# ---- block 1 ----
===== src/rtl/mips_pkg.sv =====
// Shared MIPS pipeline definitions: trap FSM encoding, cause codes, EX/MEM register layout.
// Latency/backpressure: not applicable (types and constants only).
package mips_pkg;

    localparam logic [0:0] ST_RUN  = 1'b0;
    localparam logic [0:0] ST_TRAP = 1'b1;

    localparam logic [4:0] CAUSE_OV_DEFAULT = 5'd12;
    localparam logic [4:0] REG_ZERO         = 5'd0;

    typedef struct packed {
        logic        valid;
        logic [31:0] alu_res;
        logic        zero;
        logic        reg_write;
        logic        mem_read;
        logic        mem_write;
        logic        mem_to_reg;
        logic [4:0]  write_reg;
        logic [31:0] store_data;
    } exmem_t;

endpackage


===== src/rtl/ex_mem_stage_if.sv =====
// EX/MEM boundary bundle: EX operands and pipeline controls in; registered MEM contents,
// forwarding source and exception status out. master = pipeline control side, slave = stage.
interface ex_mem_stage_if #(parameter int EPC_W = 32);

    logic             ex_valid;
    logic [31:0]      ex_aluRes;
    logic             ex_zero;
    logic             ex_overflow;
    logic             ex_ovfChk;
    logic             ex_regWrite;
    logic             ex_memRead;
    logic             ex_memWrite;
    logic             ex_memToReg;
    logic [4:0]       ex_writeReg;
    logic [31:0]      ex_storeData;
    logic [EPC_W-1:0] ex_pc;
    logic             stall;
    logic             flush;
    logic             exc_ack;

    logic             mem_valid;
    logic [31:0]      mem_aluRes;
    logic             mem_zero;
    logic             mem_regWrite;
    logic             mem_memRead;
    logic             mem_memWrite;
    logic             mem_memToReg;
    logic [4:0]       mem_writeReg;
    logic [31:0]      mem_storeData;
    logic             fwd_en;
    logic [4:0]       fwd_reg;
    logic [31:0]      fwd_data;
    logic             exc_valid;
    logic [4:0]       exc_cause;
    logic [EPC_W-1:0] exc_epc;

    modport master (
        output ex_valid, ex_aluRes, ex_zero, ex_overflow, ex_ovfChk, ex_regWrite,
               ex_memRead, ex_memWrite, ex_memToReg, ex_writeReg, ex_storeData, ex_pc,
               stall, flush, exc_ack,
        input  mem_valid, mem_aluRes, mem_zero, mem_regWrite, mem_memRead, mem_memWrite,
               mem_memToReg, mem_writeReg, mem_storeData, fwd_en, fwd_reg, fwd_data,
               exc_valid, exc_cause, exc_epc
    );

    modport slave (
        input  ex_valid, ex_aluRes, ex_zero, ex_overflow, ex_ovfChk, ex_regWrite,
               ex_memRead, ex_memWrite, ex_memToReg, ex_writeReg, ex_storeData, ex_pc,
               stall, flush, exc_ack,
        output mem_valid, mem_aluRes, mem_zero, mem_regWrite, mem_memRead, mem_memWrite,
               mem_memToReg, mem_writeReg, mem_storeData, fwd_en, fwd_reg, fwd_data,
               exc_valid, exc_cause, exc_epc
    );

endinterface


===== src/rtl/ovf_trap_fsm.sv =====
// Overflow trap tracker: RUN/TRAP state plus the latched cause and EPC.
// Latency: trap visible on exc_* one cycle after the overflowing instruction is presented.
// Backpressure: holds the exception until exc_ack; forces bubbles into EX/MEM meanwhile.
module ovf_trap_fsm
    import mips_pkg::*;
#(
    parameter logic [4:0] CAUSE_OV = CAUSE_OV_DEFAULT,
    parameter int         EPC_W    = 32
) (
    input  logic             clk,
    input  logic             rst_n,
    input  logic             trap_req,
    input  logic             exc_ack,
    input  logic [EPC_W-1:0] ex_pc,
    output logic             bubble,
    output logic             exc_valid,
    output logic [4:0]       exc_cause,
    output logic [EPC_W-1:0] exc_epc
);

    logic [0:0]       state_q, state_d;
    logic [4:0]       cause_q, cause_d;
    logic [EPC_W-1:0] epc_q, epc_d;

    always_comb begin
        state_d = state_q;
        cause_d = cause_q;
        epc_d   = epc_q;
        case (state_q)
            ST_RUN: begin
                if (trap_req) begin
                    state_d = ST_TRAP;
                    cause_d = CAUSE_OV;
                    epc_d   = ex_pc;
                end
            end
            default: begin
                // Only the controller's acknowledge leaves TRAP; flush has no say here.
                if (exc_ack) begin
                    state_d = ST_RUN;
                    cause_d = '0;
                    epc_d   = '0;
                end
            end
        endcase
    end

    always_ff @(posedge clk or negedge rst_n) begin
        if (!rst_n) begin
            state_q <= ST_RUN;
            cause_q <= '0;
            epc_q   <= '0;
        end else begin
            state_q <= state_d;
            cause_q <= cause_d;
            epc_q   <= epc_d;
        end
    end

    assign bubble    = (state_q == ST_TRAP) || trap_req;
    assign exc_valid = (state_q == ST_TRAP);
    assign exc_cause = cause_q;
    assign exc_epc   = epc_q;

endmodule


===== src/rtl/ex_mem_stage.sv =====
// EX/MEM pipeline register with ALU-result forwarding; overflow trap enabled by EXMEM_OVF_TRAP_EN.
// Latency: one cycle from EX inputs to mem_* / fwd_*.
// Backpressure: stall holds the register; flush (higher priority) or a trap inserts a bubble.
module ex_mem_stage
    import mips_pkg::*;
#(
    parameter logic [4:0] CAUSE_OV = CAUSE_OV_DEFAULT,
    parameter int         EPC_W    = 32
) (
    input  logic         clk,
    input  logic         rst_n,
    ex_mem_stage_if.slave bus
);

    exmem_t ex_load;
    exmem_t mem_d, mem_q;
    logic   load_bubble;

    // Control bits of a non-instruction are squashed; data fields pass through as-is.
    always_comb begin
        ex_load            = '0;
        ex_load.valid      = bus.ex_valid;
        ex_load.alu_res    = bus.ex_aluRes;
        ex_load.zero       = bus.ex_zero;
        ex_load.reg_write  = bus.ex_valid & bus.ex_regWrite;
        ex_load.mem_read   = bus.ex_valid & bus.ex_memRead;
        ex_load.mem_write  = bus.ex_valid & bus.ex_memWrite;
        ex_load.mem_to_reg = bus.ex_valid & bus.ex_memToReg;
        ex_load.write_reg  = bus.ex_writeReg;
        ex_load.store_data = bus.ex_storeData;
    end

    always_comb begin
        mem_d = mem_q;
        if (bus.flush || load_bubble) begin
            mem_d = '0;
        end else if (!bus.stall) begin
            mem_d = ex_load;
        end
    end

    always_ff @(posedge clk or negedge rst_n) begin
        if (!rst_n) begin
            mem_q <= '0;
        end else begin
            mem_q <= mem_d;
        end
    end

`ifdef EXMEM_OVF_TRAP_EN
    logic trap_req;

    assign trap_req = bus.ex_valid & bus.ex_ovfChk & bus.ex_overflow & ~bus.stall & ~bus.flush;

    ovf_trap_fsm #(
        .CAUSE_OV (CAUSE_OV),
        .EPC_W    (EPC_W)
    ) u_ovf_trap_fsm (
        .clk       (clk),
        .rst_n     (rst_n),
        .trap_req  (trap_req),
        .exc_ack   (bus.exc_ack),
        .ex_pc     (bus.ex_pc),
        .bubble    (load_bubble),
        .exc_valid (bus.exc_valid),
        .exc_cause (bus.exc_cause),
        .exc_epc   (bus.exc_epc)
    );
`else
    // Overflowing add/sub behaves like addu: it loads normally and never traps.
    logic unused_ok;

    assign unused_ok     = ^{bus.ex_ovfChk, bus.ex_overflow, bus.exc_ack, bus.ex_pc, CAUSE_OV};
    assign load_bubble   = 1'b0;
    assign bus.exc_valid = 1'b0;
    assign bus.exc_cause = '0;
    assign bus.exc_epc   = '0;
`endif

    assign bus.mem_valid     = mem_q.valid;
    assign bus.mem_aluRes    = mem_q.alu_res;
    assign bus.mem_zero      = mem_q.zero;
    assign bus.mem_regWrite  = mem_q.reg_write;
    assign bus.mem_memRead   = mem_q.mem_read;
    assign bus.mem_memWrite  = mem_q.mem_write;
    assign bus.mem_memToReg  = mem_q.mem_to_reg;
    assign bus.mem_writeReg  = mem_q.write_reg;
    assign bus.mem_storeData = mem_q.store_data;

    // Loads are excluded: their result is not known until after MEM.
    assign bus.fwd_en   = mem_q.valid & mem_q.reg_write & (mem_q.write_reg != REG_ZERO)
                        & ~mem_q.mem_to_reg;
    assign bus.fwd_reg  = mem_q.write_reg;
    assign bus.fwd_data = mem_q.alu_res;

endmodule

===== src/flat_wrapper.sv =====
// flat-port wrapper written by rule: the top's interface ports become plain ports
module ex_mem_stage_flat import mips_pkg::*;
#(
    parameter logic [4:0] CAUSE_OV = CAUSE_OV_DEFAULT,
    parameter int         EPC_W    = 32
)
  (clk, rst_n, bus_ex_valid, bus_ex_aluRes, bus_ex_zero, bus_ex_overflow, bus_ex_ovfChk, bus_ex_regWrite, bus_ex_memRead, bus_ex_memWrite, bus_ex_memToReg, bus_ex_writeReg, bus_ex_storeData, bus_ex_pc, bus_stall, bus_flush, bus_exc_ack, bus_mem_valid, bus_mem_aluRes, bus_mem_zero, bus_mem_regWrite, bus_mem_memRead, bus_mem_memWrite, bus_mem_memToReg, bus_mem_writeReg, bus_mem_storeData, bus_fwd_en, bus_fwd_reg, bus_fwd_data, bus_exc_valid, bus_exc_cause, bus_exc_epc);
  ex_mem_stage_if #(.EPC_W(EPC_W)) bus_i ();
  input  logic clk;
  input  logic rst_n;
  input wire logic [$bits(bus_i.ex_valid)-1:0] bus_ex_valid;
  input wire logic [$bits(bus_i.ex_aluRes)-1:0] bus_ex_aluRes;
  input wire logic [$bits(bus_i.ex_zero)-1:0] bus_ex_zero;
  input wire logic [$bits(bus_i.ex_overflow)-1:0] bus_ex_overflow;
  input wire logic [$bits(bus_i.ex_ovfChk)-1:0] bus_ex_ovfChk;
  input wire logic [$bits(bus_i.ex_regWrite)-1:0] bus_ex_regWrite;
  input wire logic [$bits(bus_i.ex_memRead)-1:0] bus_ex_memRead;
  input wire logic [$bits(bus_i.ex_memWrite)-1:0] bus_ex_memWrite;
  input wire logic [$bits(bus_i.ex_memToReg)-1:0] bus_ex_memToReg;
  input wire logic [$bits(bus_i.ex_writeReg)-1:0] bus_ex_writeReg;
  input wire logic [$bits(bus_i.ex_storeData)-1:0] bus_ex_storeData;
  input wire logic [$bits(bus_i.ex_pc)-1:0] bus_ex_pc;
  input wire logic [$bits(bus_i.stall)-1:0] bus_stall;
  input wire logic [$bits(bus_i.flush)-1:0] bus_flush;
  input wire logic [$bits(bus_i.exc_ack)-1:0] bus_exc_ack;
  output wire logic [$bits(bus_i.mem_valid)-1:0] bus_mem_valid;
  output wire logic [$bits(bus_i.mem_aluRes)-1:0] bus_mem_aluRes;
  output wire logic [$bits(bus_i.mem_zero)-1:0] bus_mem_zero;
  output wire logic [$bits(bus_i.mem_regWrite)-1:0] bus_mem_regWrite;
  output wire logic [$bits(bus_i.mem_memRead)-1:0] bus_mem_memRead;
  output wire logic [$bits(bus_i.mem_memWrite)-1:0] bus_mem_memWrite;
  output wire logic [$bits(bus_i.mem_memToReg)-1:0] bus_mem_memToReg;
  output wire logic [$bits(bus_i.mem_writeReg)-1:0] bus_mem_writeReg;
  output wire logic [$bits(bus_i.mem_storeData)-1:0] bus_mem_storeData;
  output wire logic [$bits(bus_i.fwd_en)-1:0] bus_fwd_en;
  output wire logic [$bits(bus_i.fwd_reg)-1:0] bus_fwd_reg;
  output wire logic [$bits(bus_i.fwd_data)-1:0] bus_fwd_data;
  output wire logic [$bits(bus_i.exc_valid)-1:0] bus_exc_valid;
  output wire logic [$bits(bus_i.exc_cause)-1:0] bus_exc_cause;
  output wire logic [$bits(bus_i.exc_epc)-1:0] bus_exc_epc;
  assign bus_i.ex_valid = bus_ex_valid;
  assign bus_i.ex_aluRes = bus_ex_aluRes;
  assign bus_i.ex_zero = bus_ex_zero;
  assign bus_i.ex_overflow = bus_ex_overflow;
  assign bus_i.ex_ovfChk = bus_ex_ovfChk;
  assign bus_i.ex_regWrite = bus_ex_regWrite;
  assign bus_i.ex_memRead = bus_ex_memRead;
  assign bus_i.ex_memWrite = bus_ex_memWrite;
  assign bus_i.ex_memToReg = bus_ex_memToReg;
  assign bus_i.ex_writeReg = bus_ex_writeReg;
  assign bus_i.ex_storeData = bus_ex_storeData;
  assign bus_i.ex_pc = bus_ex_pc;
  assign bus_i.stall = bus_stall;
  assign bus_i.flush = bus_flush;
  assign bus_i.exc_ack = bus_exc_ack;
  assign bus_mem_valid = bus_i.mem_valid;
  assign bus_mem_aluRes = bus_i.mem_aluRes;
  assign bus_mem_zero = bus_i.mem_zero;
  assign bus_mem_regWrite = bus_i.mem_regWrite;
  assign bus_mem_memRead = bus_i.mem_memRead;
  assign bus_mem_memWrite = bus_i.mem_memWrite;
  assign bus_mem_memToReg = bus_i.mem_memToReg;
  assign bus_mem_writeReg = bus_i.mem_writeReg;
  assign bus_mem_storeData = bus_i.mem_storeData;
  assign bus_fwd_en = bus_i.fwd_en;
  assign bus_fwd_reg = bus_i.fwd_reg;
  assign bus_fwd_data = bus_i.fwd_data;
  assign bus_exc_valid = bus_i.exc_valid;
  assign bus_exc_cause = bus_i.exc_cause;
  assign bus_exc_epc = bus_i.exc_epc;
  ex_mem_stage #(.CAUSE_OV(CAUSE_OV), .EPC_W(EPC_W)) u_core (.clk(clk), .rst_n(rst_n), .bus(bus_i));
endmodule

===== config.mk =====
export PLATFORM = sky130hd
export DESIGN_NAME = ex_mem_stage_flat
export DESIGN_NICKNAME = d
export VERILOG_FILES = /design/src/rtl/mips_pkg.sv /design/src/rtl/ex_mem_stage_if.sv /design/src/rtl/ovf_trap_fsm.sv /design/src/rtl/ex_mem_stage.sv /design/src/flat_wrapper.sv
export SDC_FILE = /design/constraint.sdc
export NUM_CORES = 1
export LEC_CHECK = 0
export ABC_AREA = 0
export CAP_MARGIN = 40
export CORE_AREA = 10 10 120 122
export DETAILED_ROUTE_END_ITERATION = 10
export DIE_AREA = 0 0 130 132
export PLACE_DENSITY = 0.75
export SLEW_MARGIN = 30
export SYNTH_ARGS = -nofsm -noshare
export SYNTH_HDL_FRONTEND = slang
export SYNTH_SLANG_ARGS = --single-unit
export TNS_END_PERCENT = 30

===== constraint.sdc =====
create_clock -name clk -period 0.8 [get_ports clk]
set_input_delay 0.08 -clock clk [delete_from_list [all_inputs] [get_ports clk]]
set_output_delay 0.08 -clock clk [all_outputs]
set_load 0.02 [all_outputs]

# ---- block 2 ----
**src/rtl/mips_pkg.sv**
```systemverilog
// Shared MIPS decode constants and the decoder result record used by the ID/EX stage.
// The ALU op codes here must stay bit-identical to the execute ALU's select encoding.
package mips_pkg;

   localparam logic [2:0] ALU_ADD = 3'b000;
   localparam logic [2:0] ALU_SUB = 3'b001;
   localparam logic [2:0] ALU_AND = 3'b010;
   localparam logic [2:0] ALU_OR  = 3'b011;
   localparam logic [2:0] ALU_NOP = 3'b111;

   localparam logic [5:0] OP_RTYPE = 6'h00;
   localparam logic [5:0] OP_BEQ   = 6'h04;
   localparam logic [5:0] OP_ADDI  = 6'h08;
   localparam logic [5:0] OP_ADDIU = 6'h09;
   localparam logic [5:0] OP_ANDI  = 6'h0C;
   localparam logic [5:0] OP_ORI   = 6'h0D;
   localparam logic [5:0] OP_LW    = 6'h23;
   localparam logic [5:0] OP_SW    = 6'h2B;

   localparam logic [5:0] FN_ADD  = 6'h20;
   localparam logic [5:0] FN_ADDU = 6'h21;
   localparam logic [5:0] FN_SUB  = 6'h22;
   localparam logic [5:0] FN_SUBU = 6'h23;
   localparam logic [5:0] FN_AND  = 6'h24;
   localparam logic [5:0] FN_OR   = 6'h25;

   localparam logic [31:0] NOP_WORD = 32'h0000_0000;

   typedef struct packed {
      logic [2:0] alucon;
      logic       use_imm;
      logic       sext;
      logic       dst_rd;
      logic       wr;
      logic       mem_rd;
      logic       mem_wr;
      logic       rt_src;
      logic       illegal;
   } dec_t;

endpackage

```
**src/rtl/alu_decode.sv**
```systemverilog
// Purely combinational opcode/funct decoder: ALU select, operand-B source,
// extension mode, destination select, write/memory controls and illegal flag.
import mips_pkg::*;

module alu_decode (
   input  logic [5:0] opcode,
   input  logic [5:0] funct,
   output dec_t       dec
);

   always_comb begin
      dec        = '0;
      dec.alucon = ALU_NOP;
      case (opcode)
         OP_RTYPE: begin
            dec.rt_src = 1'b1;
            dec.dst_rd = 1'b1;
            dec.wr     = 1'b1;
            case (funct)
               FN_ADD, FN_ADDU: dec.alucon = ALU_ADD;
               FN_SUB, FN_SUBU: dec.alucon = ALU_SUB;
               FN_AND:          dec.alucon = ALU_AND;
               FN_OR:           dec.alucon = ALU_OR;
               default: begin
                  dec.wr      = 1'b0;
                  dec.illegal = 1'b1;
               end
            endcase
         end
         OP_ADDI, OP_ADDIU: begin
            dec.alucon  = ALU_ADD;
            dec.use_imm = 1'b1;
            dec.sext    = 1'b1;
            dec.wr      = 1'b1;
         end
         OP_ANDI: begin
            dec.alucon  = ALU_AND;
            dec.use_imm = 1'b1;
            dec.wr      = 1'b1;
         end
         OP_ORI: begin
            dec.alucon  = ALU_OR;
            dec.use_imm = 1'b1;
            dec.wr      = 1'b1;
         end
         OP_LW: begin
            dec.alucon  = ALU_ADD;
            dec.use_imm = 1'b1;
            dec.sext    = 1'b1;
            dec.wr      = 1'b1;
            dec.mem_rd  = 1'b1;
         end
         OP_SW: begin
            // rt is read as store data, so it is a hazard source
            dec.alucon  = ALU_ADD;
            dec.use_imm = 1'b1;
            dec.sext    = 1'b1;
            dec.mem_wr  = 1'b1;
            dec.rt_src  = 1'b1;
         end
         OP_BEQ: begin
            dec.alucon = ALU_SUB;
            dec.rt_src = 1'b1;
         end
         default: dec.illegal = 1'b1;
      endcase
   end

endmodule

```
**src/rtl/id_ex_stage.sv**
```systemverilog
// ID/EX pipeline stage: decode, immediate extension, two-level forwarding,
// load-use bubble insertion, downstream stall and flush, one-cycle latency.
import mips_pkg::*;

module id_ex_stage #(
   parameter int DW = 32,
   parameter int RW = 5
) (
   input  logic          clk,
   input  logic          rst,
   input  logic          in_valid,
   output logic          in_ready,
   input  logic [5:0]    in_opcode,
   input  logic [5:0]    in_funct,
   input  logic [RW-1:0] in_rs,
   input  logic [RW-1:0] in_rt,
   input  logic [RW-1:0] in_rd,
   input  logic [15:0]   in_imm,
   input  logic [DW-1:0] in_rs_data,
   input  logic [DW-1:0] in_rt_data,
   input  logic          fwd1_wr,
   input  logic [RW-1:0] fwd1_rd,
   input  logic [DW-1:0] fwd1_data,
   input  logic          fwd2_wr,
   input  logic [RW-1:0] fwd2_rd,
   input  logic [DW-1:0] fwd2_data,
   input  logic          stall,
   input  logic          flush,
   output logic          ex_valid,
   output logic [DW-1:0] ex_a,
   output logic [DW-1:0] ex_b,
   output logic [2:0]    ex_alucon,
   output logic [RW-1:0] ex_dst,
   output logic          ex_wr,
   output logic          ex_mem_rd,
   output logic          ex_mem_wr,
   output logic [DW-1:0] ex_store_data,
   output logic          ex_illegal
);

   dec_t          dec;
   logic [DW-1:0] rs_val_p0, rt_val_p0, imm_p0, b_p0;
   logic [RW-1:0] dst_p0;
   logic          wr_p0, luh, take_p0, illegal_p0;

   // Register 0 is hard-wired zero; the EX-stage result beats the MEM-stage one
   function automatic logic [DW-1:0] forward(
      input logic [RW-1:0] idx,  input logic [DW-1:0] rf,
      input logic          w1,   input logic [RW-1:0] r1, input logic [DW-1:0] d1,
      input logic          w2,   input logic [RW-1:0] r2, input logic [DW-1:0] d2);
      if (idx == '0)             return '0;
      else if (w1 && r1 == idx)  return d1;
      else if (w2 && r2 == idx)  return d2;
      else                       return rf;
   endfunction

   alu_decode u_dec (
      .opcode (in_opcode),
      .funct  (in_funct),
      .dec    (dec)
   );

   always_comb begin
      rs_val_p0  = forward(in_rs, in_rs_data, fwd1_wr, fwd1_rd, fwd1_data, fwd2_wr, fwd2_rd, fwd2_data);
      rt_val_p0  = forward(in_rt, in_rt_data, fwd1_wr, fwd1_rd, fwd1_data, fwd2_wr, fwd2_rd, fwd2_data);
      imm_p0     = dec.sext ? {{(DW-16){in_imm[15]}}, in_imm} : {{(DW-16){1'b0}}, in_imm};
      b_p0       = dec.use_imm ? imm_p0 : rt_val_p0;
      dst_p0     = dec.dst_rd ? in_rd : in_rt;
      wr_p0      = dec.wr && (dst_p0 != '0);
      luh        = ex_valid && ex_mem_rd && (ex_dst != '0) && in_valid &&
                   ((ex_dst == in_rs) || (dec.rt_src && (ex_dst == in_rt)));
      take_p0    = !flush && !luh && in_valid && !dec.illegal;
      illegal_p0 = !flush && !luh && in_valid && dec.illegal;
   end

   assign in_ready = !stall && !luh;

   // ID -> EX register boundary
   always_ff @(posedge clk) begin
      if (rst) begin
         ex_valid      <= 1'b0;
         ex_a          <= '0;
         ex_b          <= '0;
         ex_alucon     <= ALU_NOP;
         ex_dst        <= '0;
         ex_wr         <= 1'b0;
         ex_mem_rd     <= 1'b0;
         ex_mem_wr     <= 1'b0;
         ex_store_data <= '0;
         ex_illegal    <= 1'b0;
      end else if (stall && !flush) begin
         ex_illegal <= 1'b0;
      end else begin
         ex_valid      <= take_p0;
         ex_a          <= take_p0 ? rs_val_p0 : '0;
         ex_b          <= take_p0 ? b_p0 : '0;
         ex_alucon     <= take_p0 ? dec.alucon : ALU_NOP;
         ex_dst        <= take_p0 ? dst_p0 : '0;
         ex_wr         <= take_p0 && wr_p0;
         ex_mem_rd     <= take_p0 && dec.mem_rd;
         ex_mem_wr     <= take_p0 && dec.mem_wr;
         ex_store_data <= take_p0 ? rt_val_p0 : DW'(NOP_WORD);
         ex_illegal    <= illegal_p0;
      end
   end

endmodule

```
**config.mk**
```make
export PLATFORM = sky130hd
export DESIGN_NAME = id_ex_stage
export DESIGN_NICKNAME = d
export VERILOG_FILES = /design/src/rtl/mips_pkg.sv /design/src/rtl/alu_decode.sv /design/src/rtl/id_ex_stage.sv
export SDC_FILE = /design/constraint.sdc
export NUM_CORES = 1
export LEC_CHECK = 0
export CAP_MARGIN = 10
export CORE_MARGIN = 1.5
export CORE_UTILIZATION = 34
export DETAILED_ROUTE_END_ITERATION = 10
export GPL_TIMING_DRIVEN = 0
export PLACE_DENSITY = 0.71
export SLEW_MARGIN = 20
export SYNTH_ARGS = -nofsm -noshare
export SYNTH_HDL_FRONTEND = slang
export SYNTH_SLANG_ARGS = --single-unit
export TNS_END_PERCENT = 5
```
**constraint.sdc**
```tcl
create_clock -name clk -period 3.2 [get_ports clk]
set_input_delay 0.48 -clock clk [delete_from_list [all_inputs] [get_ports clk]]
set_output_delay 0.48 -clock clk [all_outputs]
set_load 0.05 [all_outputs]
```
# ---- block 3 ----
### src/rtl/mem_port_arbiter.sv
// Three-requester memory port arbiter (dc_write > dc_read > ic_read) with one outstanding access.
// Optional I-side starvation guard enabled by defining MEM_ARB_FAIR_EN.

`ifndef REG_SIZE
`define REG_SIZE 32
`endif
`ifndef WIDTH
`define WIDTH 64
`endif

module mem_port_arbiter (
    input  logic                 clk,
    input  logic                 reset,
    input  logic                 ic_read_req,
    input  logic [`REG_SIZE-1:0] ic_read_addr,
    output logic [`WIDTH-1:0]    ic_read_data,
    output logic                 ic_read_ack,
    input  logic                 dc_read_req,
    input  logic [`REG_SIZE-1:0] dc_read_addr,
    output logic [`WIDTH-1:0]    dc_read_data,
    output logic                 dc_read_ack,
    input  logic                 dc_write_req,
    input  logic [`REG_SIZE-1:0] dc_write_addr,
    input  logic [`WIDTH-1:0]    dc_write_data,
    output logic                 dc_write_ack,
    output logic                 mem_enable,
    output logic                 mem_rw,
    input  logic                 mem_ack,
    output logic [`REG_SIZE-1:0] mem_addr,
    input  logic [`WIDTH-1:0]    mem_data_in,
    output logic [`WIDTH-1:0]    mem_data_out
);

    typedef enum logic [1:0] {IDLE = 2'd0, BUSY = 2'd1, RESP = 2'd2} state_t;
    typedef enum logic [1:0] {G_NONE = 2'd0, G_IC_RD = 2'd1, G_DC_RD = 2'd2, G_DC_WR = 2'd3} grant_t;

    state_t                 state_r, state_s;
    grant_t                 grant_r, grant_s, pick_s;
    logic                   enable_r, enable_s, rw_r, rw_s;
    logic [`REG_SIZE-1:0]   addr_r, addr_s;
    logic [`WIDTH-1:0]      wdata_r, wdata_s, ic_data_r, ic_data_s, dc_data_r, dc_data_s;
    logic                   ic_ack_r, ic_ack_s, dr_ack_r, dr_ack_s, dw_ack_r, dw_ack_s;
    logic                   force_ic_s;
    logic [1:0]             fair_cnt_r, fair_cnt_s;

`ifdef MEM_ARB_FAIR_EN
    assign force_ic_s = (fair_cnt_r == 2'd2) && ic_read_req;
`else
    assign force_ic_s = 1'b0;
`endif

    // Grant selection and next-state / next-output computation
    always_comb begin
        state_s    = state_r;
        grant_s    = grant_r;
        enable_s   = 1'b0;
        rw_s       = 1'b0;
        addr_s     = {`REG_SIZE{1'b0}};
        wdata_s    = {`WIDTH{1'b0}};
        ic_data_s  = ic_data_r;
        dc_data_s  = dc_data_r;
        ic_ack_s   = 1'b0;
        dr_ack_s   = 1'b0;
        dw_ack_s   = 1'b0;
        fair_cnt_s = fair_cnt_r;

        if (force_ic_s)        pick_s = G_IC_RD;
        else if (dc_write_req) pick_s = G_DC_WR;
        else if (dc_read_req)  pick_s = G_DC_RD;
        else if (ic_read_req)  pick_s = G_IC_RD;
        else                   pick_s = G_NONE;

        case (state_r)
            IDLE: begin
                if (pick_s != G_NONE) begin
                    state_s  = BUSY;
                    grant_s  = pick_s;
                    enable_s = 1'b1;
                    case (pick_s)
                        G_DC_WR: begin
                            rw_s    = 1'b1;
                            addr_s  = dc_write_addr;
                            wdata_s = dc_write_data;
                        end
                        G_DC_RD: addr_s = dc_read_addr;
                        G_IC_RD: addr_s = ic_read_addr;
                        default: addr_s = {`REG_SIZE{1'b0}};
                    endcase
                    // Run length of D grants that bypassed a waiting I request
                    if (pick_s == G_IC_RD)       fair_cnt_s = 2'd0;
                    else if (!ic_read_req)       fair_cnt_s = 2'd0;
                    else if (fair_cnt_r == 2'd2) fair_cnt_s = 2'd2;
                    else                         fair_cnt_s = fair_cnt_r + 2'd1;
                end else begin
                    state_s = IDLE;
                end
            end
            BUSY: begin
                if (mem_ack) begin
                    state_s = RESP;
                    case (grant_r)
                        G_IC_RD: begin
                            ic_data_s = mem_data_in;
                            ic_ack_s  = 1'b1;
                        end
                        G_DC_RD: begin
                            dc_data_s = mem_data_in;
                            dr_ack_s  = 1'b1;
                        end
                        G_DC_WR: dw_ack_s = 1'b1;
                        default: state_s  = RESP;
                    endcase
                end else begin
                    enable_s = 1'b1;
                    rw_s     = rw_r;
                    addr_s   = addr_r;
                    wdata_s  = wdata_r;
                end
            end
            RESP: begin
                state_s = IDLE;
                grant_s = G_NONE;
            end
            default: begin
                state_s = IDLE;
                grant_s = G_NONE;
            end
        endcase
    end

    // FSM state register
    always_ff @(posedge clk) begin
        if (reset) begin
            state_r <= IDLE;
            grant_r <= G_NONE;
        end else begin
            state_r <= state_s;
            grant_r <= grant_s;
        end
    end

    // Registered memory-side and requester-side outputs
    always_ff @(posedge clk) begin
        if (reset) begin
            enable_r   <= 1'b0;
            rw_r       <= 1'b0;
            addr_r     <= {`REG_SIZE{1'b0}};
            wdata_r    <= {`WIDTH{1'b0}};
            ic_data_r  <= {`WIDTH{1'b0}};
            dc_data_r  <= {`WIDTH{1'b0}};
            ic_ack_r   <= 1'b0;
            dr_ack_r   <= 1'b0;
            dw_ack_r   <= 1'b0;
            fair_cnt_r <= 2'd0;
        end else begin
            enable_r   <= enable_s;
            rw_r       <= rw_s;
            addr_r     <= addr_s;
            wdata_r    <= wdata_s;
            ic_data_r  <= ic_data_s;
            dc_data_r  <= dc_data_s;
            ic_ack_r   <= ic_ack_s;
            dr_ack_r   <= dr_ack_s;
            dw_ack_r   <= dw_ack_s;
`ifdef MEM_ARB_FAIR_EN
            fair_cnt_r <= fair_cnt_s;
`else
            fair_cnt_r <= 2'd0;
`endif
        end
    end

    assign mem_enable   = enable_r;
    assign mem_rw       = rw_r;
    assign mem_addr     = addr_r;
    assign mem_data_out = wdata_r;
    assign ic_read_data = ic_data_r;
    assign dc_read_data = dc_data_r;
    assign ic_read_ack  = ic_ack_r;
    assign dc_read_ack  = dr_ack_r;
    assign dc_write_ack = dw_ack_r;

endmodule

### config.mk
export PLATFORM = sky130hd
export DESIGN_NAME = mem_port_arbiter
export DESIGN_NICKNAME = d
export VERILOG_FILES = /design/src/rtl/mem_port_arbiter.sv
export SDC_FILE = /design/constraint.sdc
export NUM_CORES = 1
export LEC_CHECK = 0
export ABC_AREA = 1
export CAP_MARGIN = 40
export CORE_AREA = 2 2 177 179
export DETAILED_ROUTE_END_ITERATION = 6
export DIE_AREA = 0 0 179 181
export GPL_ROUTABILITY_DRIVEN = 0
export MAX_ROUTING_LAYER = met4
export PLACE_DENSITY = 0.68
export SYNTH_ARGS = -nofsm -noshare
export SYNTH_HDL_FRONTEND = slang
export SYNTH_SLANG_ARGS = --single-unit
### constraint.sdc
create_clock -name clk -period 1.6 [get_ports clk]
set_input_delay 0.16 -clock clk [delete_from_list [all_inputs] [get_ports clk]]
set_output_delay 0.16 -clock clk [all_outputs]
set_load 0.05 [all_outputs]
==> block_1/power_grid.png <==
Drawn at 3 px/um. Pins as bars on the die edge.
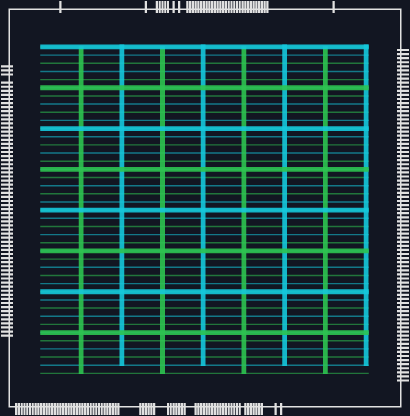
color	net
cyan	VDD
green	VSS
signal pins	265
met1 rails	41
met4 straps	8

==> run notes, block 1 <==
Status on the layout run. Fraction of post-synthesis cell area in the top cell type by area landed at 51.9%. According to the floorplan report, the die width is 130 um. Setup repair after global routing could not meet its margin everywhere. Sequential share of the synthesized area landed at 51.9%. Area of all placed cells without fillers landed at 5660 sq um. Met1 capacity usage during global routing landed at 13.4%. The flow reports power dissipated in the clock network as 4.04 mW. The checks that failed: negative setup slack. Total cell area reported by yosys after synthesis landed at 3620 sq um. Per the synthesis report, the simple-gate share of the synthesized area is 9.06%. Number of diodes added for antenna fixing landed at 0. The via count of the first global-routing pass is 3110. Final worst-path setup slack landed at -0.498 ns.

Number of endpoints failing setup at the final stage landed at 126. TritonCTS built the clock tree. Sequential cells placed in the final layout were counted as 75. The synthesized netlist occupies a cell area of 3620 sq um. The launch point of the critical path was reported as u_core.bus.fwd_reg[1]. The number of antenna violations at the first check in global routing is 0. Leaving out fill and tap cells, the most frequent cells in the layout are clkdlybuf4s50_1, buf_6, nor2_1, dfrtp_1, mux2i_1.

The class occupying the most area after layout is reported as buffers. Sorting the Yosys area breakdown by cell type puts at the top dfrtp_1. Internal power consumption landed at 7.70 mW. Looking at the power breakdown, the clock network takes 38.3% of the total. Dividing total power by cell area gives a power density of 1860 nW/um^2. Max-cap violations in this run came to 0. After detailed routing, the met3 layer carries 1760 um of wire. In the synthesized netlist the dominant register cell turns out to be dfrtp_1.

Detailed-route DRC error count landed at 0. Total net switching power landed at 2.85 mW. The timing report notes that buffer and inverter cells on the critical path total 2. The clock drives 75 sinks.

STA classifies the critical path startpoint as a flip-flop. In the global route stage, overall resource usage came out at 12.6%. Area of the placeable core landed at 11900 sq um. The flow ran to the end, but the final reports show violations. Per the post-CTS timing run, clock transition at the registers of the reported paths is 0.05 ns. The synthesis report lists the Yosys warning total as 0.

The synthesized design contains 0 enable-type register cells. The routed design could run at a clock period as short as 1.30 ns. Wire length per cell landed at 17.1 um.
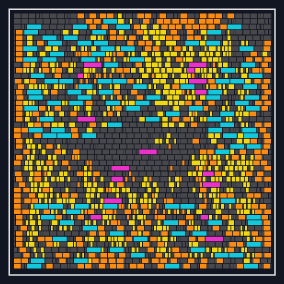
(block_2/placement_by_type.png)
Drawn at 2 px/um. Fill, decap, tap and diode cells in gray.
color	class	cells	share of their area
cyan	flops	109	24%
yellow	combinational and other logic	547	36%
orange	other buffers and delay cells	365	36%
magenta	clock drivers and dummy loads	16	3.6%

==> run notes, block 2 <==
Status on the layout run. The worst hold path terminates at ex_alucon[1]. Counting along the longest clock path gives a buffer depth of 2. The launch point of the critical path was reported as in_rs[3]. In this design, the largest share of critical-path delay is due to buffers and inverters. Standard cell area after detailed placement landed at 8890 sq um. The non-clock inverters instantiated in the layout total 5.

Synthesized area divided by synthesized cell count landed at 7.80 sq um. The placement report lists the number of port buffers as 294. Fraction of layout cells with a size suffix above 1 landed at 3.28%. Global routing used 28.6% of the available tracks across all layers.

Registers represent a cell area share of 23.7%. The flow ran to the end, and the final reports show no timing, DRC or antenna violations. In the final layout, excluding clock buffers the buffer count is 365. Share of async-settable or async-resettable flops after synthesis landed at 0%. After synthesis, the largest area contributor takes up 38.5% of total cell area.

Summing over the stages, the warning tally comes to 26. The commonest register cell is dfxtp_1.
==> block_3/clk_routes.png <==
Drawn at 3 px/um.
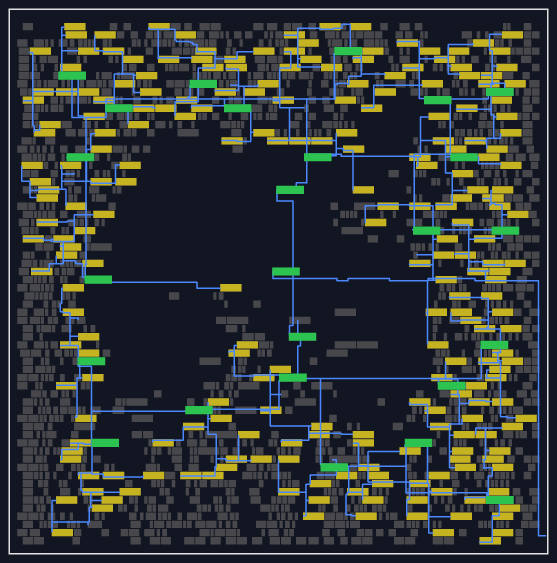
[blue] clock wires | length: 3010 um
[yellow] flip-flops | count: 233
[green] clock drivers | count: 25
flops lie	all over the die

==> run notes, block 3 <==
Status on the layout run. The run finished with clean final reports. Tally of nets with antenna violations remaining after routing landed at 0. Register-to-register path setup slack landed at 0.15 ns.

Delay of the slowest cell on the worst path landed at 0.31 ns. Amount of wire on met2 after detailed routing landed at 14900 um. By count the netlist is led by nor2_1, nand2_1, dfxtp_1. Derived from the worst setup path, the maximum achievable clock frequency is 691 MHz.

STA classifies the critical path startpoint as a flip-flop. Leakage power total landed at 5.80 nW. Total cell area reported by yosys after synthesis landed at 8700 sq um. The worst register-to-register path ends at dc_read_data[60]. Synthesis produced a netlist whose cell count is 1160. Tap cell instance count landed at 396. After clock tree synthesis, the flow added hold-fix buffers numbering 0.

The worst hold path was traced through 3 stages. Power of the sequential group landed at 6.20 mW. 459 I/O pins were placed.

In this run the biggest area consumer among cell types represents 53.6% of the synthesized area. The layout has 490 buffers outside the clock class. The data arrival time reported for the critical path is 1.91 ns. Number of instances resized during post-cts repair landed at 0.

Via count of the first global-routing pass landed at 8736. Area of the placeable core landed at 30300 sq um. Number of buffers between clock root and the deepest sink landed at 3.

The timing report shows that the slowest cell on the worst path is dfxtp_1. On met3, the global router reports a usage of 4.38%. Number of cells in Yosys stat landed at 1160.

==> gallery <==
Placement view.
panel A
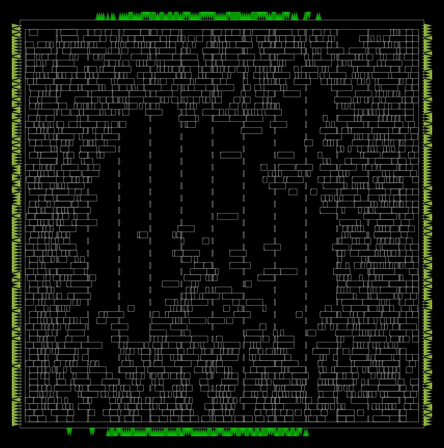
panel B
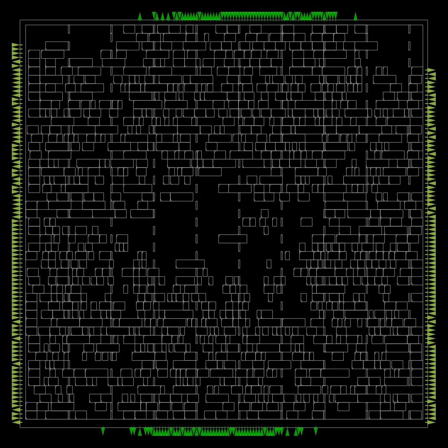
panel C
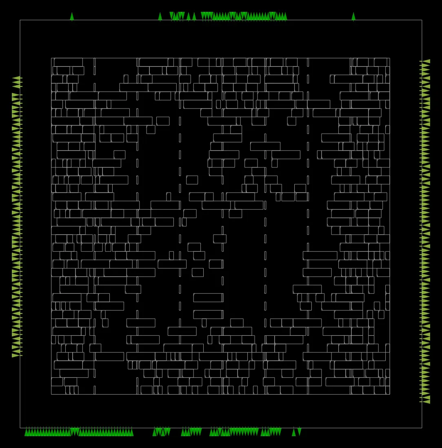
- panel B = block 2
- panel C = block 1
- panel A = block 3


# ---- block 4 ----
==> block_4/placement_by_type.png <==
Drawn at 2 px/um. Fill, decap, tap and diode cells in gray.
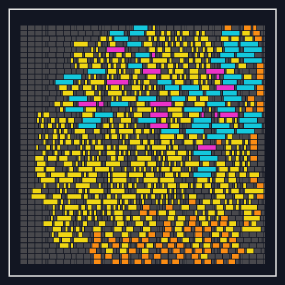

`config.mk`:
```
export PLATFORM = sky130hd
export DESIGN_NAME = p251_mul_arb
export DESIGN_NICKNAME = d
export VERILOG_FILES = /design/src/rtl/p251_pkg.sv /design/src/rtl/p251_mul_red.sv /design/src/rtl/p251_mul_arb.sv
export SDC_FILE = /design/constraint.sdc
export NUM_CORES = 1
export LEC_CHECK = 0
export CAP_MARGIN = 10
export CELL_PAD_IN_SITES_DETAIL_PLACEMENT = 1
export CELL_PAD_IN_SITES_GLOBAL_PLACEMENT = 1
export CORE_MARGIN = 5
export CORE_UTILIZATION = 40
export CTS_CLUSTER_SIZE = 24
export DETAILED_ROUTE_END_ITERATION = 12
export PLACE_DENSITY_LB_ADDON = 0.3
export SLEW_MARGIN = 15
export SYNTH_ARGS = -nofsm -noshare
export SYNTH_HDL_FRONTEND = slang
export SYNTH_SLANG_ARGS = --single-unit
```
`constraint.sdc`:
```
create_clock -name i_clk -period 12.5 [get_ports i_clk]
set_input_delay 3.125 -clock i_clk [delete_from_list [all_inputs] [get_ports i_clk]]
set_output_delay 3.125 -clock i_clk [all_outputs]
set_load 0.05 [all_outputs]
```
`src/rtl/p251_pkg.sv`:
```
// p251_pkg: shared GF(251) constants for the multiply-reduce datapath and its arbiter.
package p251_pkg;
    localparam logic [7:0] P251 = 8'd251;
    localparam int P251_W = 8;
    localparam int PROD_W = 16;
    localparam int P251_RED_LAT = 2;
endpackage

```
`src/rtl/p251_mul_red.sv`:
```
// p251_mul_red: two-cycle reduction of a 16-bit product mod 251; one issue per cycle, no reset.
module p251_mul_red
    import p251_pkg::*;
(
    input  logic              i_clk,
    input  logic              i_start,
    input  logic [PROD_W-1:0] i_a,
    output logic [P251_W-1:0] o_c,
    output logic              o_done
);
    // 256 = 5 mod 251: fold the high byte twice, then one conditional subtract suffices
    logic [10:0] fold1;
    logic [8:0]  fold2;
    logic        done1;

    always_comb fold2 = 9'(fold1[10:8]) * 9'd5 + 9'(fold1[7:0]);

    always_ff @(posedge i_clk) begin
        fold1  <= 11'(i_a[15:8]) * 11'd5 + 11'(i_a[7:0]);
        done1  <= i_start;
        o_c    <= fold2 >= 9'(P251) ? 8'(fold2 - 9'(P251)) : fold2[7:0];
        o_done <= done1;
    end
endmodule

```
`src/rtl/p251_mul_arb.sv`:
```
// p251_mul_arb: round-robin sharing of one p251_mul_red among NUM_REQ requesters,
// with a tag pipeline steering each reduced result back to its issuer.
module p251_mul_arb
    import p251_pkg::*;
#(
    parameter int NUM_REQ = 4,
    parameter int RED_LAT = P251_RED_LAT
) (
    input  logic                 i_clk,
    input  logic                 i_rst_n,
    input  logic [NUM_REQ-1:0]   i_req,
    input  logic [NUM_REQ*8-1:0] i_a,
    input  logic [NUM_REQ*8-1:0] i_b,
    output logic [NUM_REQ-1:0]   o_gnt,
    output logic [7:0]           o_c,
    output logic [NUM_REQ-1:0]   o_valid,
    output logic                 o_busy
);
    localparam int ID_W = $clog2(NUM_REQ);
    localparam int TW   = RED_LAT * ID_W;

    logic [ID_W-1:0]   rr, gid, k_idx, id0, head_id;
    logic [PROD_W-1:0] prod;
    logic              v0, xfer, head_v, red_done;
    logic [RED_LAT-1:0] tag_v;
    logic [TW-1:0]     tag_id;
    logic [P251_W-1:0] red_c;

    // walk from the farthest offset down so the nearest requester above rr wins
    always_comb begin
        o_gnt = '0;
        gid   = '0;
        k_idx = '0;
        for (int i = NUM_REQ - 1; i >= 0; i--) begin
            k_idx = ID_W'((int'(rr) + i) % NUM_REQ);
            if (i_req[k_idx]) begin
                o_gnt = NUM_REQ'(1) << k_idx;
                gid   = k_idx;
            end
        end
    end

    assign xfer    = |o_gnt;
    assign head_v  = tag_v[RED_LAT-1];
    assign head_id = tag_id[TW-1 -: ID_W];
    assign o_busy  = v0 | |tag_v | |o_valid;

    always_ff @(posedge i_clk or negedge i_rst_n) begin
        if (!i_rst_n) begin
            rr      <= '0;
            v0      <= 1'b0;
            id0     <= '0;
            prod    <= '0;
            tag_v   <= '0;
            tag_id  <= '0;
            o_valid <= '0;
            o_c     <= '0;
        end else begin
            v0 <= xfer;
            if (xfer) begin
                rr   <= gid == ID_W'(NUM_REQ - 1) ? '0 : gid + 1'b1;
                id0  <= gid;
                prod <= PROD_W'(i_a[gid*8 +: 8]) * PROD_W'(i_b[gid*8 +: 8]);
            end
            tag_v   <= RED_LAT'({tag_v, v0});
            tag_id  <= TW'({tag_id, id0});
            o_valid <= head_v ? NUM_REQ'(1) << head_id : '0;
            if (head_v) o_c <= red_c;
        end
    end

    p251_mul_red u_red (
        .i_clk  (i_clk),
        .i_start(v0),
        .i_a    (prod),
        .o_c    (red_c),
        .o_done (red_done)
    );

    // a live tag at the head must line up with the reducer's done strobe
    a_head_done: assert property (@(posedge i_clk) disable iff (!i_rst_n) head_v |-> red_done);
endmodule

```
# ---- block 5 ----
--- src/rtl/pipe_reg_de.sv ---
// pipe_reg_de: decode-to-execute (ID/EX) pipeline register.
// Captures decoded control, operands, immediate, PC and register addresses
// from decode and presents them to execute one cycle later. Supports stall
// (hold), flush (bubble insertion) and a valid bit that masks control.
// Optional feature macro: PIPE_REG_DE_PERF_EN adds saturating bubble/stall
// counters (bubble_cnt, stall_cnt). Undefined by default.
module pipe_reg_de #(
    parameter int DATA_WIDTH = 32,
    parameter int ADDR_WIDTH = 5
) (
    input  logic                  clk,
    input  logic                  rst,
    input  logic                  stall_E,
    input  logic                  flush_E,
    input  logic                  valid_D,
    input  logic                  RegWrite_D,
    input  logic                  MemWrite_D,
    input  logic                  jump_D,
    input  logic                  ALUsrc_D,
    input  logic [1:0]            ResultSrc_D,
    input  logic [2:0]            branch_D,
    input  logic [3:0]            ALUctrl_D,
    input  logic [DATA_WIDTH-1:0] RD1_D,
    input  logic [DATA_WIDTH-1:0] RD2_D,
    input  logic [DATA_WIDTH-1:0] ImmOp_D,
    input  logic [DATA_WIDTH-1:0] PC_D,
    input  logic [DATA_WIDTH-1:0] PCplus4_D,
    input  logic [ADDR_WIDTH-1:0] Rs1_D,
    input  logic [ADDR_WIDTH-1:0] Rs2_D,
    input  logic [ADDR_WIDTH-1:0] Rd_D,
    output logic                  valid_E,
    output logic                  RegWrite_E,
    output logic                  MemWrite_E,
    output logic                  jump_E,
    output logic                  ALUsrc_E,
    output logic [1:0]            ResultSrc_E,
    output logic [2:0]            branch_E,
    output logic [3:0]            ALUctrl_E,
    output logic [DATA_WIDTH-1:0] RD1_E,
    output logic [DATA_WIDTH-1:0] RD2_E,
    output logic [DATA_WIDTH-1:0] ImmOp_E,
    output logic [DATA_WIDTH-1:0] PC_E,
    output logic [DATA_WIDTH-1:0] PCplus4_E,
    output logic [ADDR_WIDTH-1:0] Rs1_E,
    output logic [ADDR_WIDTH-1:0] Rs2_E,
    output logic [ADDR_WIDTH-1:0] Rd_E
`ifdef PIPE_REG_DE_PERF_EN
    ,
    output logic [31:0]           bubble_cnt,
    output logic [31:0]           stall_cnt
`endif
);

    // ID/EX register: reset and flush load a bubble, stall holds, else load.
    // Control bits that cause side effects are masked when decode is invalid;
    // register addresses are cleared on a bubble so x0 is never forwarded.
    always_ff @(posedge clk or posedge rst) begin
        if (rst) begin
            valid_E     <= 1'b0;
            RegWrite_E  <= 1'b0;
            MemWrite_E  <= 1'b0;
            jump_E      <= 1'b0;
            ALUsrc_E    <= 1'b0;
            ResultSrc_E <= 2'b00;
            branch_E    <= 3'b000;
            ALUctrl_E   <= 4'h0;
            RD1_E       <= '0;
            RD2_E       <= '0;
            ImmOp_E     <= '0;
            PC_E        <= '0;
            PCplus4_E   <= '0;
            Rs1_E       <= '0;
            Rs2_E       <= '0;
            Rd_E        <= '0;
        end else if (flush_E) begin
            valid_E     <= 1'b0;
            RegWrite_E  <= 1'b0;
            MemWrite_E  <= 1'b0;
            jump_E      <= 1'b0;
            ALUsrc_E    <= 1'b0;
            ResultSrc_E <= 2'b00;
            branch_E    <= 3'b000;
            ALUctrl_E   <= 4'h0;
            RD1_E       <= '0;
            RD2_E       <= '0;
            ImmOp_E     <= '0;
            PC_E        <= '0;
            PCplus4_E   <= '0;
            Rs1_E       <= '0;
            Rs2_E       <= '0;
            Rd_E        <= '0;
        end else if (stall_E) begin
            // Hold: every E-side flop keeps its value, including valid_E.
            valid_E     <= valid_E;
        end else begin
            valid_E     <= valid_D;
            RegWrite_E  <= RegWrite_D & valid_D;
            MemWrite_E  <= MemWrite_D & valid_D;
            jump_E      <= jump_D & valid_D;
            branch_E    <= valid_D ? branch_D : 3'b000;
            ALUsrc_E    <= ALUsrc_D;
            ResultSrc_E <= ResultSrc_D;
            ALUctrl_E   <= ALUctrl_D;
            RD1_E       <= RD1_D;
            RD2_E       <= RD2_D;
            ImmOp_E     <= ImmOp_D;
            PC_E        <= PC_D;
            PCplus4_E   <= PCplus4_D;
            Rs1_E       <= Rs1_D;
            Rs2_E       <= Rs2_D;
            Rd_E        <= Rd_D;
        end
    end

`ifdef PIPE_REG_DE_PERF_EN
    // Saturating counters of inserted bubbles and stall-only cycles.
    always_ff @(posedge clk or posedge rst) begin
        if (rst) begin
            bubble_cnt <= 32'h0000_0000;
            stall_cnt  <= 32'h0000_0000;
        end else if (flush_E) begin
            if (bubble_cnt != 32'hFFFF_FFFF) begin
                bubble_cnt <= bubble_cnt + 32'd1;
            end else begin
                bubble_cnt <= bubble_cnt;
            end
        end else if (stall_E) begin
            if (stall_cnt != 32'hFFFF_FFFF) begin
                stall_cnt <= stall_cnt + 32'd1;
            end else begin
                stall_cnt <= stall_cnt;
            end
        end else begin
            bubble_cnt <= bubble_cnt;
            stall_cnt  <= stall_cnt;
        end
    end
`endif

endmodule

--- config.mk ---
export PLATFORM = sky130hd
export DESIGN_NAME = pipe_reg_de
export DESIGN_NICKNAME = d
export VERILOG_FILES = /design/src/rtl/pipe_reg_de.sv
export SDC_FILE = /design/constraint.sdc
export NUM_CORES = 1
export LEC_CHECK = 0
export CAP_MARGIN = 30
export CORE_AREA = 2 2 148 150
export CTS_CLUSTER_DIAMETER = 40
export CTS_CLUSTER_SIZE = 40
export DETAILED_ROUTE_END_ITERATION = 7
export DIE_AREA = 0 0 150 152
export PLACE_DENSITY_LB_ADDON = 0.12
export SLEW_MARGIN = 20
export SYNTH_ARGS = -nofsm -noshare
export SYNTH_HDL_FRONTEND = slang
export SYNTH_SLANG_ARGS = --single-unit
--- constraint.sdc ---
create_clock -name clk -period 15.9 [get_ports clk]
set_input_delay 4.77 -clock clk [delete_from_list [all_inputs] [get_ports clk]]
set_output_delay 4.77 -clock clk [all_outputs]
set_load 0.05 [all_outputs]
==> block_5/placement.png <==
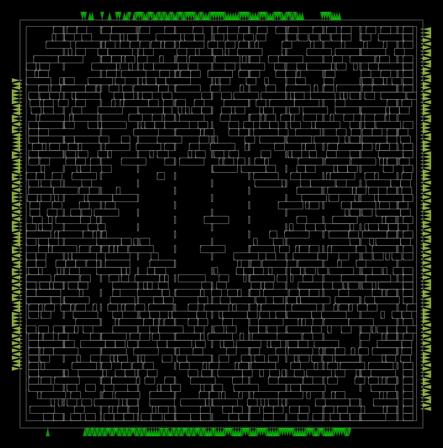
Flops: 189
number of standard cells in the final layout excluding fillers: 1276
number of standard-cell rows in the floorplan: 54

==> run notes, block 5 <==
Status on the layout run. The flow ran to the end, and the final reports show no timing, DRC or antenna violations. Highest clock rate landed at 156 MHz. Standard cell area after detailed placement landed at 11600 sq um.

Per the final timing report, the hold violations number 0. Yosys reports that the most numerous cell types are dfrtp_1, mux2i_1, nor2_1. Looking at the hold checks, the worst path lands on RD1_E[0]. Met1 capacity usage during global routing landed at 23.0%. The final layout contains routed wiring with a total length of 21900 um. After Yosys synthesis, full adders, half adders and majority gates account for 0% of the synthesized area. Worst path arrival time landed at 1.65 ns. The top cell types in the final layout, fill and taps aside, are clkdlybuf4s50_1, dfrtp_1, mux2i_1, nor2_1, clkbuf_16.

Number of nets in the layout landed at 1175. The cell type that accounts for the most area after synthesis is dfrtp_1. In the post-synthesis netlist, the cell with the most instances is dfrtp_1. Looking at the reg2reg group, the worst path starts from ImmOp_E[23]. Among all flip-flop cells after synthesis, the most frequent one is dfrtp_1. Final worst-path setup slack landed at 9.48 ns. Across all checked pins, the minimum headroom to the slew limit is 41.6%.

For this run, combinational gates with multiple inputs come to 384. Average via count per standard cell landed at 4.58.

Final-layout worst hold slack landed at 0.519 ns. Prior to clock tree synthesis, the placed netlist has a worst setup slack of 9.15 ns. The worst setup path is captured at an output port. Detailed-route DRC error count landed at 0. The tool flagged a number of max-cap violations equal to 0. After synthesis, the share of cell area in mux cells is 23.7%.

The script logs the mean routed wire length per placed instance as 17.2 um. Global routing consumed, on the met2 layer, 31.2% of the routing resources. Synthesized area landed at 7720 sq um. Global-route wire length before repair landed at 33800 um.

The timing report shows that the slowest cell on the worst path is clkdlybuf4s50_1. Fraction of synthesized cell area in xor and xnor cells landed at 0%. Area used by sequential logic in the layout landed at 4730 sq um.

The final layout report lists a non-clock buffer count of 389. The largest single stage delay on the critical path is 0.86 ns. As reported, the later end of the worst-skew pair has a clock insertion delay of 0.42 ns. The overall die size recorded for this design is 22800 sq um.

In this run the number of cells on the critical path is 1.
==> block_4/placement.png <==
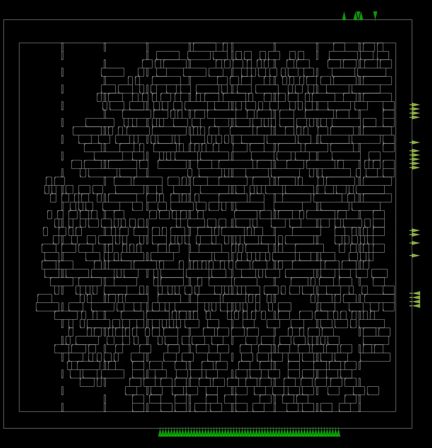
Flops: 58
core region area: 14600 sq um
n_taps: 184
number of standard cells in the final layout excluding fillers: 895

Notes on block_4/placement_by_type.png above:
color	class	cells	share of their area
orange	other buffers and delay cells	88	12%
magenta	clock drivers and dummy loads	16	4.4%
yellow	combinational and other logic	549	65%
cyan	flops	58	19%

==> run notes, block 4 <==
Status on the layout run. In this run the critical register-to-register path is launched from rr[0]. Average via count per standard cell landed at 5.20. The run finished with clean final reports. Placed wire-length estimate after detailed placement landed at 11700 um.

Post-synth the commonest register cell is dfrtp_1. Amount of wire on met3 after detailed routing landed at 394 um. The critical path maximum fanout is 20. The cell family contributing the most delay on the critical path is adder cells.

The cell-mix breakdown from Yosys lists the XOR/XNOR area share as 3.64%. The worst setup path is captured at a flip-flop. In the final layout, the multi-input gates occupy 4250 sq um. Among all cell classes, the greatest summed area belongs to combinational gates. The synthesized instance count is 619. Counting only logic cells after layout, the most numerous master is inv_1. Per the post-route antenna check, the number of violating nets is 0. In the finished layout, the clock tree contains a buffer count of 10. Fraction of layout cells with a size suffix above 1 landed at 11.4%.

Global routing consumed, on the met1 layer, 20.5% of the routing resources. Relative area of clock buffers and inverters in the final design landed at 4.22%. Path depth of the worst reg2reg path landed at 22.

After synthesis, flip-flops and latches occupy 22.5% of the total area. Synthesized area divided by synthesized cell count landed at 9.73 sq um. Floorplan net count landed at 807. Count of buffers inserted at the top-level ports landed at 86.

At the floorplan stage, the core utilization is reported as 41.1%. Register-to-register path setup slack landed at 4.36 ns.

Number of cells traversed by the worst hold path landed at 0. Yosys warning count landed at 0. For hold timing, the worst endpoint is tag_id[2].

In this run, post-CTS repair resized a total of 0 instances. Summed over all layers, the routed wires come to 14200 um. Count of non-CTS inverters in the layout landed at 96. Final core utilization landed at 50.4%. Per the detail_route report, the via count comes to 4658. Per the synthesis report, the dominant area consumer among library cells is dfrtp_1. The critical path runs through a total of 21 cells.

Number of nets in the layout landed at 894. After global routing, the most crowded layer is met2. Final number of max-transition violations landed at 0. The pre-antenna-repair detailed-routing pass consisted of 5 iterations.

## Gallery

Clock wires, drivers and flops.
Drawn at 4 px/um.
Plate I
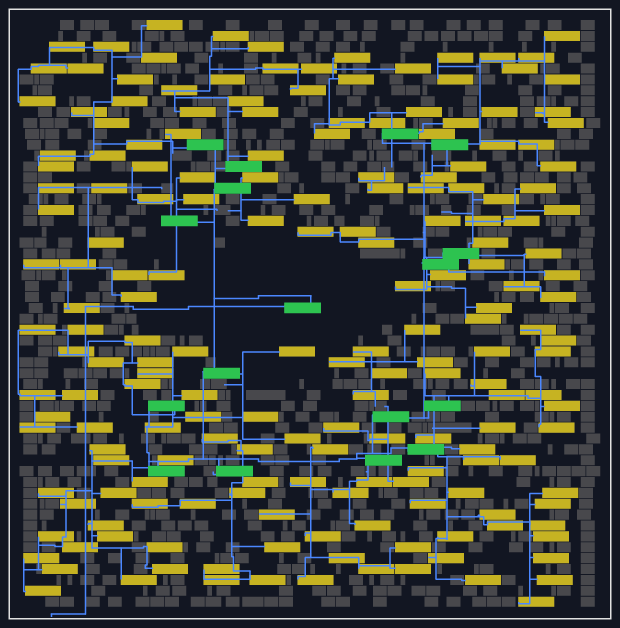
Plate II
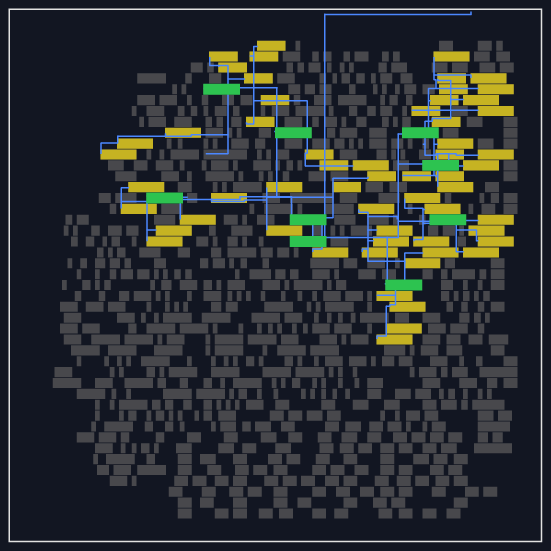
- block 4 = Plate II
- block 5 = Plate I
- most sequential cells: Plate I
- largest die: Plate I

Key to Plate I:
[blue] clock wires | length: 2400 um
[green] clock drivers | count: 17
[yellow] flip-flops | count: 189
routed clock nets	18
flops lie	all over the die



## Gallery

Placement by cell class.
shot_01.png
Drawn at 2 px/um. Fill, decap, tap and diode cells in gray.
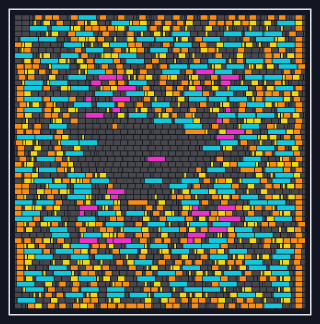
shot_02.png
Drawn at 1.5 px/um. Fill, decap, tap and diode cells in gray.
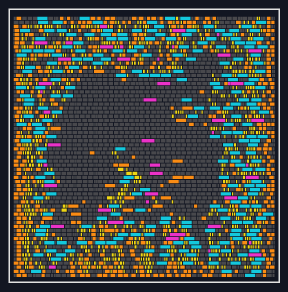
shot_03.png
Drawn at 2 px/um. Fill, decap, tap and diode cells in gray.
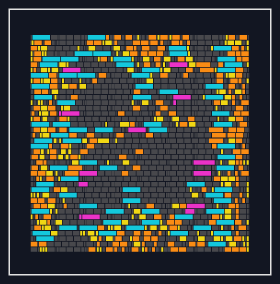
Block 1 is shot_03.png.
Block 3 is shot_02.png.
Block 5 is shot_01.png.
Of these, most cells: shot_02.png
Of these, fewest cells: shot_03.png

Key to shot_01.png:
color	class	cells	share of their area
yellow	combinational and other logic	385	22%
orange	other buffers and delay cells	389	33%
magenta	clock drivers and dummy loads	31	4.9%
cyan	flops	189	40%

Power and IR drop assume default switching activity.
